==================== design 1
`src/rtl/incbank_pkg.sv`:
```
// Shared types and helpers for the incrementer register bank.
// Optional sticky overflow is enabled with the INCBANK_OVF_STICKY_EN macro.
package incbank_pkg;

    typedef enum logic [1:0] {
        OP_HOLD,
        OP_LOAD,
        OP_INC,
        OP_DEC
    } op_t;

    localparam int unsigned MODE_WRAP = 0;
    localparam int unsigned MODE_SAT  = 1;

    // Load beats everything; inc and dec together cancel to a hold.
    function automatic op_t decode_op(input logic writeEn, input logic incEn, input logic decEn);
        op_t op;
        op = OP_HOLD;
        if (writeEn) begin
            op = OP_LOAD;
        end else if (incEn && decEn) begin
            op = OP_HOLD;
        end else if (incEn) begin
            op = OP_INC;
        end else if (decEn) begin
            op = OP_DEC;
        end
        return op;
    endfunction

endpackage

```
`src/rtl/inc_register_bank_channel.sv`:
```
// One counter channel: value register, limit-aware next-value logic, tc and sticky ovf flops.
// Sticky overflow exists only when INCBANK_OVF_STICKY_EN is defined; otherwise ovf is tied low.
module inc_channel
    import incbank_pkg::*;
#(
    parameter int unsigned WIDTH    = 12,
    parameter int unsigned STEP     = 1,
    parameter int unsigned SATURATE = MODE_WRAP
) (
    input  logic             clock,
    input  logic             rst,
    input  op_t              op,
    input  logic [WIDTH-1:0] dataIn,
    input  logic [WIDTH-1:0] limit,
    input  logic             ovfClr,
    output logic [WIDTH-1:0] value,
    output logic             tc,
    output logic             ovf
);

    localparam logic [WIDTH-1:0] Step    = WIDTH'(STEP);
    localparam logic [WIDTH:0]   StepExt = {1'b0, Step};
    localparam bit               SatMode = (SATURATE == MODE_SAT);

    logic [WIDTH-1:0] valueQ, valueD;
    logic [WIDTH:0]   incSum;
    logic             hitD;
    logic             tcQ;

    always_comb begin
        valueD = valueQ;
        hitD   = 1'b0;
        // One extra bit so value+STEP can never wrap silently before the limit test.
        incSum = {1'b0, valueQ} + StepExt;
        case (op)
            OP_LOAD: valueD = dataIn;
            OP_INC: begin
                if (incSum > {1'b0, limit}) begin
                    hitD   = 1'b1;
                    valueD = SatMode ? limit : '0;
                end else begin
                    valueD = incSum[WIDTH-1:0];
                end
            end
            OP_DEC: begin
                if (valueQ < Step) begin
                    hitD   = 1'b1;
                    valueD = SatMode ? '0 : limit;
                end else begin
                    valueD = valueQ - Step;
                end
            end
            default: ;
        endcase
    end

    always_ff @(posedge clock) begin
        if (rst) begin
            valueQ <= '0;
            tcQ    <= 1'b0;
        end else begin
            valueQ <= valueD;
            tcQ    <= hitD;
        end
    end

    assign value = valueQ;
    assign tc    = tcQ;

`ifdef INCBANK_OVF_STICKY_EN
    logic ovfQ;

    // A new event outranks a clear arriving in the same cycle.
    always_ff @(posedge clock) begin
        if (rst) begin
            ovfQ <= 1'b0;
        end else if (hitD) begin
            ovfQ <= 1'b1;
        end else if (ovfClr) begin
            ovfQ <= 1'b0;
        end
    end

    assign ovf = ovfQ;
`else
    logic unusedOvfClr;
    assign unusedOvfClr = ovfClr;
    assign ovf          = 1'b0;
`endif

endmodule

```
`src/rtl/inc_register_bank.sv`:
```
// Bank of NUM_CH loadable up/down counters sharing one programmable limit register.
// Define INCBANK_OVF_STICKY_EN to enable the per-channel sticky overflow flags.
module inc_register_bank
    import incbank_pkg::*;
#(
    parameter int unsigned      WIDTH     = 12,
    parameter int unsigned      NUM_CH    = 4,
    parameter int unsigned      STEP      = 1,
    parameter int unsigned      SATURATE  = MODE_WRAP,
    parameter logic [WIDTH-1:0] LIMIT_RST = '1
) (
    input  logic                    clock,
    input  logic                    rst,
    input  logic [NUM_CH-1:0]       writeEn,
    input  logic [NUM_CH-1:0]       incEn,
    input  logic [NUM_CH-1:0]       decEn,
    input  logic [NUM_CH*WIDTH-1:0] dataIn,
    input  logic                    limitWe,
    input  logic [WIDTH-1:0]        limitIn,
    input  logic [NUM_CH-1:0]       ovfClr,
    output logic [NUM_CH*WIDTH-1:0] dataOut,
    output logic [WIDTH-1:0]        limitOut,
    output logic [NUM_CH-1:0]       tc,
    output logic [NUM_CH-1:0]       ovf
);

    logic [WIDTH-1:0] limitQ;

    // Channels see the old limit during the write cycle.
    always_ff @(posedge clock) begin
        if (rst) begin
            limitQ <= LIMIT_RST;
        end else if (limitWe) begin
            limitQ <= limitIn;
        end
    end

    assign limitOut = limitQ;

    for (genvar i = 0; i < NUM_CH; i++) begin : gCh
        op_t chOp;
        assign chOp = decode_op(writeEn[i], incEn[i], decEn[i]);

        inc_channel #(
            .WIDTH    (WIDTH),
            .STEP     (STEP),
            .SATURATE (SATURATE)
        ) uChannel (
            .clock  (clock),
            .rst    (rst),
            .op     (chOp),
            .dataIn (dataIn[i*WIDTH +: WIDTH]),
            .limit  (limitQ),
            .ovfClr (ovfClr[i]),
            .value  (dataOut[i*WIDTH +: WIDTH]),
            .tc     (tc[i]),
            .ovf    (ovf[i])
        );
    end

endmodule

```
`config.mk`:
```
export PLATFORM = sky130hd
export DESIGN_NAME = inc_register_bank
export DESIGN_NICKNAME = d
export VERILOG_FILES = /design/src/rtl/incbank_pkg.sv /design/src/rtl/inc_register_bank_channel.sv /design/src/rtl/inc_register_bank.sv
export SDC_FILE = /design/constraint.sdc
export NUM_CORES = 1
export LEC_CHECK = 0
export CORE_MARGIN = 5
export CORE_UTILIZATION = 47
export CTS_BUF_LIST = sky130_fd_sc_hd__clkbuf_16
export DETAILED_ROUTE_END_ITERATION = 10
export GPL_TIMING_DRIVEN = 0
export PLACE_DENSITY = 0.75
export SETUP_SLACK_MARGIN = 0.02
export SYNTH_ARGS = -nofsm -noshare
export SYNTH_HDL_FRONTEND = slang
export SYNTH_SLANG_ARGS = --single-unit
```
`constraint.sdc`:
```
create_clock -name clock -period 8.5 [get_ports clock]
set_clock_uncertainty 0.15 [all_clocks]
set_input_delay 1.7 -clock clock [delete_from_list [all_inputs] [get_ports clock]]
set_output_delay 1.7 -clock clock [all_outputs]
set_load 0.05 [all_outputs]
```
==================== design 2
$ cat config.mk
export PLATFORM = sky130hd
export DESIGN_NAME = xc_malu_issue
export DESIGN_NICKNAME = d
export VERILOG_FILES = /design/src/rtl/xc_malu_issue.sv
export SDC_FILE = /design/constraint.sdc
export NUM_CORES = 1
export LEC_CHECK = 0
export CAP_MARGIN = 25
export CORE_AREA = 5 5 136 203
export CTS_CLUSTER_DIAMETER = 40
export DETAILED_ROUTE_END_ITERATION = 6
export DIE_AREA = 0 0 141 208
export GPL_TIMING_DRIVEN = 0
export PLACE_DENSITY_LB_ADDON = 0.25
export SKIP_CTS_REPAIR_TIMING = 1
export SLEW_MARGIN = 0
export SYNTH_ARGS = -nofsm -noshare
export SYNTH_HDL_FRONTEND = slang
export SYNTH_SLANG_ARGS = --single-unit
$ cat constraint.sdc
create_clock -name clock -period 4.36 [get_ports clock]
set_input_delay 1.09 -clock clock [delete_from_list [all_inputs] [get_ports clock]]
set_output_delay 1.09 -clock clock [all_outputs]
set_load 0.05 [all_outputs]
$ cat src/rtl/xc_malu_issue.sv
// xc_malu_issue: issue/writeback sequencer for the XCrypto multi-cycle ALU.
// Takes one decoded MALU instruction, holds the ALU inputs valid until the ALU
// reports ready, returns the 64-bit result as one or two 32-bit writeback beats,
// then spends one cycle flushing the ALU back to idle.
module xc_malu_issue #(
  parameter int MAX_CYCLES = 72  // RUN-state cycle limit, 2..127
) (
  input  logic        clock,
  input  logic        resetn,
  input  logic        req_valid,
  output logic        req_ready,
  input  logic [3:0]  req_op,
  input  logic [2:0]  req_pw,
  input  logic        req_hi,
  input  logic        req_wide,
  input  logic [31:0] req_rs1,
  input  logic [31:0] req_rs2,
  input  logic [31:0] req_rs3,
  input  logic [4:0]  req_rd,
  input  logic        kill,
  output logic [31:0] malu_rs1,
  output logic [31:0] malu_rs2,
  output logic [31:0] malu_rs3,
  output logic [13:0] malu_uop,
  output logic [4:0]  malu_pw,
  output logic        malu_valid,
  output logic        malu_flush,
  input  logic [63:0] malu_result,
  input  logic        malu_ready,
  output logic        wb_valid,
  input  logic        wb_ready,
  output logic [4:0]  wb_rd,
  output logic [31:0] wb_data,
  output logic        err_illegal,
  output logic        err_timeout
);

  typedef enum logic [2:0] {S_IDLE, S_RUN, S_WB_LO, S_WB_HI, S_FLUSH} state_t;

  state_t      state, state_nx;
  logic [6:0]  cnt;
  logic [63:0] res;
  logic [4:0]  rd_q;
  logic        hi_q, wide_q;
  logic [13:0] uop_d;
  logic [4:0]  pw_d;
  logic        op_illegal, accept, timeout_hit, timeout_fire;

  assign op_illegal   = (req_op > 4'd13);
  assign accept       = (state == S_IDLE) && req_valid;
  assign timeout_hit  = (cnt == 7'(MAX_CYCLES - 1));
  // kill and malu_ready both take precedence over the timeout
  assign timeout_fire = (state == S_RUN) && !kill && !malu_ready && timeout_hit;

  // Decode op code to one-hot uop and pack width to one-hot {2,4,8,16,32}
  always_comb begin
    uop_d = '0;
    for (int i = 0; i < 14; i++) uop_d[i] = (req_op == 4'(i));
    case (req_pw)
      3'd1:    pw_d = 5'b00010;
      3'd2:    pw_d = 5'b00100;
      3'd3:    pw_d = 5'b01000;
      3'd4:    pw_d = 5'b10000;
      default: pw_d = 5'b00001;
    endcase
  end

  // Next-state logic; kill beats any simultaneous ready
  always_comb begin
    state_nx = state;
    case (state)
      S_IDLE:  if (req_valid && !op_illegal) state_nx = S_RUN;
      S_RUN:   if (kill)              state_nx = S_FLUSH;
               else if (malu_ready)   state_nx = S_WB_LO;
               else if (timeout_hit)  state_nx = S_FLUSH;
      S_WB_LO: if (kill)              state_nx = S_FLUSH;
               else if (wb_ready)     state_nx = wide_q ? S_WB_HI : S_FLUSH;
      S_WB_HI: if (kill || wb_ready)  state_nx = S_FLUSH;
      S_FLUSH: state_nx = S_IDLE;
      default: state_nx = S_IDLE;
    endcase
  end

  // State register
  always_ff @(posedge clock) begin
    if (!resetn) state <= S_IDLE;
    else         state <= state_nx;
  end

  // Instruction latch, cycle counter, result capture and error pulses
  always_ff @(posedge clock) begin
    if (!resetn) begin
      malu_rs1    <= '0;
      malu_rs2    <= '0;
      malu_rs3    <= '0;
      malu_uop    <= '0;
      malu_pw     <= '0;
      rd_q        <= '0;
      hi_q        <= 1'b0;
      wide_q      <= 1'b0;
      cnt         <= '0;
      res         <= '0;
      err_illegal <= 1'b0;
      err_timeout <= 1'b0;
    end else begin
      err_illegal <= accept && op_illegal;
      err_timeout <= timeout_fire;
      if (accept && !op_illegal) begin
        malu_rs1 <= req_rs1;
        malu_rs2 <= req_rs2;
        malu_rs3 <= req_rs3;
        malu_uop <= uop_d;
        malu_pw  <= pw_d;
        rd_q     <= req_rd;
        hi_q     <= req_hi;
        wide_q   <= req_wide;
        cnt      <= '0;
      end
      if (state == S_RUN) begin
        cnt <= cnt + 7'd1;
        if (malu_ready && !kill) res <= malu_result;
      end
    end
  end

  // Handshake outputs decode purely from state
  assign req_ready  = (state == S_IDLE);
  assign malu_valid = (state == S_RUN);
  assign malu_flush = (state == S_FLUSH);
  assign wb_valid   = (state == S_WB_LO) || (state == S_WB_HI);

  // Wide ops write the even/odd register pair; narrow ops pick a half via hi
  assign wb_rd   = wide_q ? {rd_q[4:1], (state == S_WB_HI)} : rd_q;
  assign wb_data = ((state == S_WB_HI) || (!wide_q && hi_q)) ? res[63:32] : res[31:0];

endmodule

design_1/class_map.png
Scale: 3 px per µm. Fill, decap, tap and diode cells in gray.
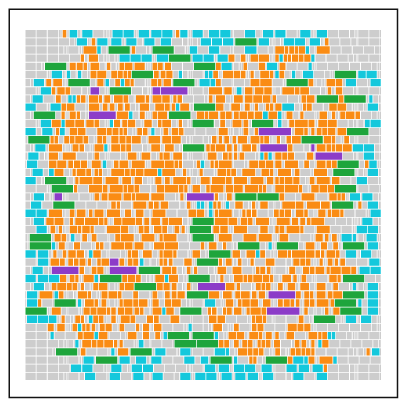
[orange] remaining logic cells | cells: 775 | share of their area: 60%
[cyan] remaining buffers and delay cells | cells: 220 | share of their area: 21%
[green] registers | cells: 64 | share of their area: 15%
[purple] clock drivers and dummy loads | cells: 16 | share of their area: 3.8%

design_1/closeup.png
Region (52, 52) to (77, 77) µm. Cells in gray, sequential cells in the stronger gray; small squares are vias.
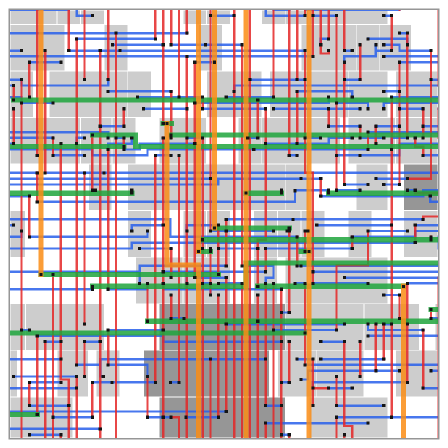
[green] M3
[blue] M1
[orange] M4
[red] M2
sequential cells in the window: 3
most frequent: ha_1 (12), inv_1 (10), o211ai_1 (5)
cells with their middle in the window: 51
netlist names of flops here include: `limitOut` (3)

==> flow_metrics.tcl, design 1 <==
# flow metrics
set metrics [dict create \
    first_pass_iters 6 \
    grtUsageMet1_pct 37.7 \
    simple_gate_share_pct 25.9 \
    lay_top_count "clkdlybuf4s50_1" \
    powerClk_mw 0.419 \
    power_leakage_nw 3.44 \
    routed_via_density 6.16 \
    rsz0062_at_grt "false" \
    numCtsBuffers 9 \
    synth_warnings 0 \
    drt-met1-wl_um 10100 \
    worst_pin_slew_ns 0.839 \
    seq_share_pct 14.9 \
    peakVddDrop_mv 0.164 \
    clock.latency.late_pin_ns 0.36 \
    syn_area_per_cell_um2 7.23 \
    p_switching_mw 0.587 \
    seq_cells 64 \
    die_h_um 129 \
    clkPwrFrac_pct 29.8 \
    yosysCellCount 919 \
    chip_area_um2 16600 \
    path_cells "ha_1 -> nand3_1 -> nor3_1 -> xor2_1 -> ha_1 -> a21o_1 -> a211oi_1 -> o211ai_1 -> o21ai_0 -> clkbuf_1 -> nand3_1 -> a221oi_1" \
    dpl_worst_slack_ns 3.89 \
    clock_area_share_pct 3.75 \
    powerDensity_nw_per_um2 164 \
    enable_flop_cells 0 \
    clock_path_buffers 2 \
    synthAdderAreaFrac_pct 11.3 \
    tap_cells 180 \
    portBuffers 137 \
    power_leader "combinational cells" \
    async_flop_share_pct 0 \
    swShare_pct 41.7 \
    hold_viol 0 \
    setup_viol 0 \
    drive_gt1_share_pct 4.84 \
    status "finished, final reports clean" \
    fmax_ghz 0.224 \
    post-route-min-period_ns 4.46 \
    yosysTopAreaCell "dfxtp_1" \
    worst-path-buf-inv 1 \
]
design_2/clock_wires.png
Scale: 3 px per µm.
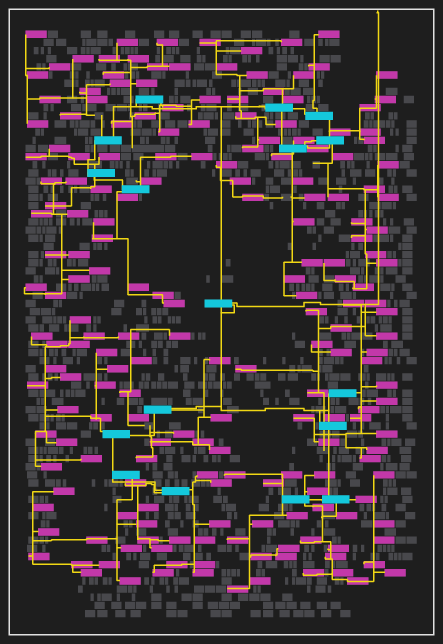
[cyan] clock-net drivers | count: 17
[magenta] flip-flops | count: 198
[yellow] clock wires | length: 2690 µm
flops lie: all over the die
routed clock nets: 18
Max Clock Skew: 0.00989 ns
clock power share: 28.1%

==> flow_metrics.tcl, design 2 <==
# flow metrics
set metrics [dict create \
    status "finished, final reports clean" \
    grt_pass1_vias 7545 \
    nets 1479 \
    comb_power_mw 2.00 \
    cap_viol_max_count 0 \
    chip_area_um2 29300 \
    seq_share_pct 33.1 \
    io_pins 338 \
    crit_path_end "wb_data[23]" \
    ff_type "dfxtp_1" \
    simple_gate_share_pct 22.7 \
    relSlewSlack_pct 53.2 \
    yosysCellCount 942 \
    grt_pass1_wl_um 41400 \
    totalNegativeSetupSlack_ns 0 \
    yosys-top-cells-area "dfxtp_1 (52%), nand2_1 (18%), a21oi_1 (12%)" \
    critPathKind "reg2out" \
    ff2ff_setup_slack_ns 2.28 \
    post-route-min-period_ns 4.04 \
    p_seq_mw 2.10 \
    max_stage_delay_ns 0.72 \
    pwr-share-comb_pct 35.1 \
    grtUsageMet1_pct 19.4 \
    core_um2 25600 \
    lay_top_count "nand2_1" \
    comb_share_pct 26.7 \
    synth_cells 942 \
    htree_levels 4 \
    die_h_um 208 \
    ant_nets 0 \
    nNonClkBuffers 410 \
    seqPwrFrac_pct 36.8 \
    clock-sinks 198 \
    cp-startpoint "state[2]$_SDFFE_PN0P_" \
    path_max_fanout 10 \
    synthAdderAreaFrac_pct 0.165 \
    top_cell "nand2_1" \
    ys_chip_area_um2 7570 \
    gr-usage-met2_pct 32.7 \
    p_switching_mw 2.15 \
    wl_met2_um 14100 \
    placed_cell_area_um2 11400 \
    totalWireLength_um 27200 \
    min_from "malu_uop[1]$_SDFFE_PN0P_" \
    swShare_pct 37.7 \
    syn_area_um2 7570 \
    place.gp.congestion 0.834 \
    area_dominant_class "registers" \
    die_x_um 141 \
]

==> gallery <==
Clock nets.
image #1
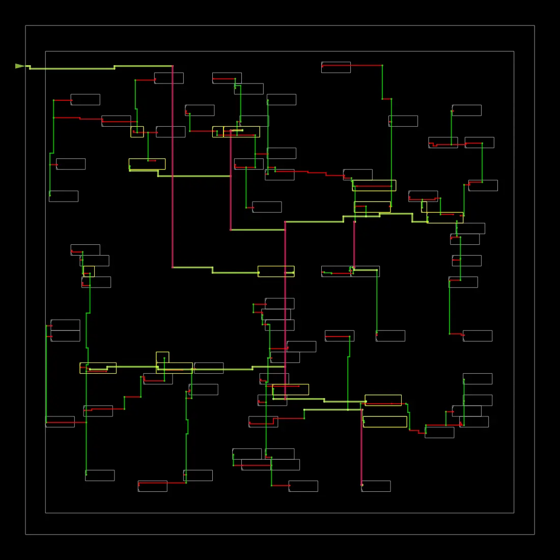
image #2
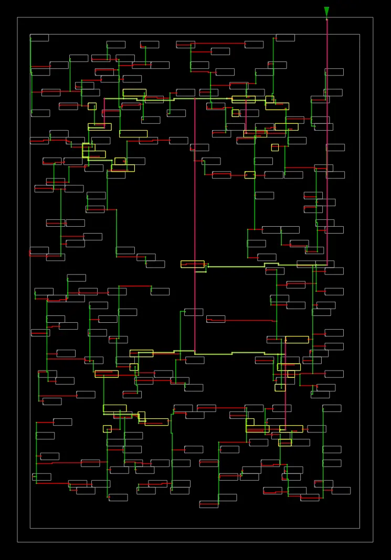
The one with the most sequential cells is image #2.
The one with the most clock buffers is image #2.
- design 2 = image #2
- design 1 = image #1



==> screenshots <==
Cell area per tile.
shot_01.png
Scale: 1.5 px per µm. 14 x 21 tiles, from black (low) to pale yellow (high), 0 to 100% covered.
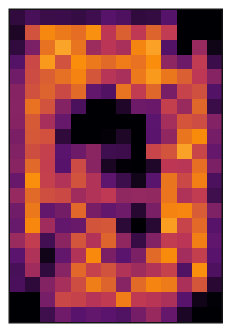
shot_02.png
Scale: 2 px per µm. 13 x 13 tiles, from black (low) to pale yellow (high), 0 to 100% covered.
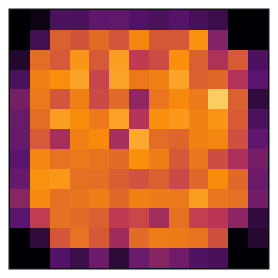
The one with the highest utilization is shot_02.png.
For design 1, see shot_02.png.
For design 2, see shot_01.png.

Key to shot_02.png:
densest ninth of the die: center
tiles over 75% full: 11%
mean over tiles: 50%
nearly empty tiles: 7.1%
fullest tile: 89%

Power is estimated from default activity; no workload was simulated.
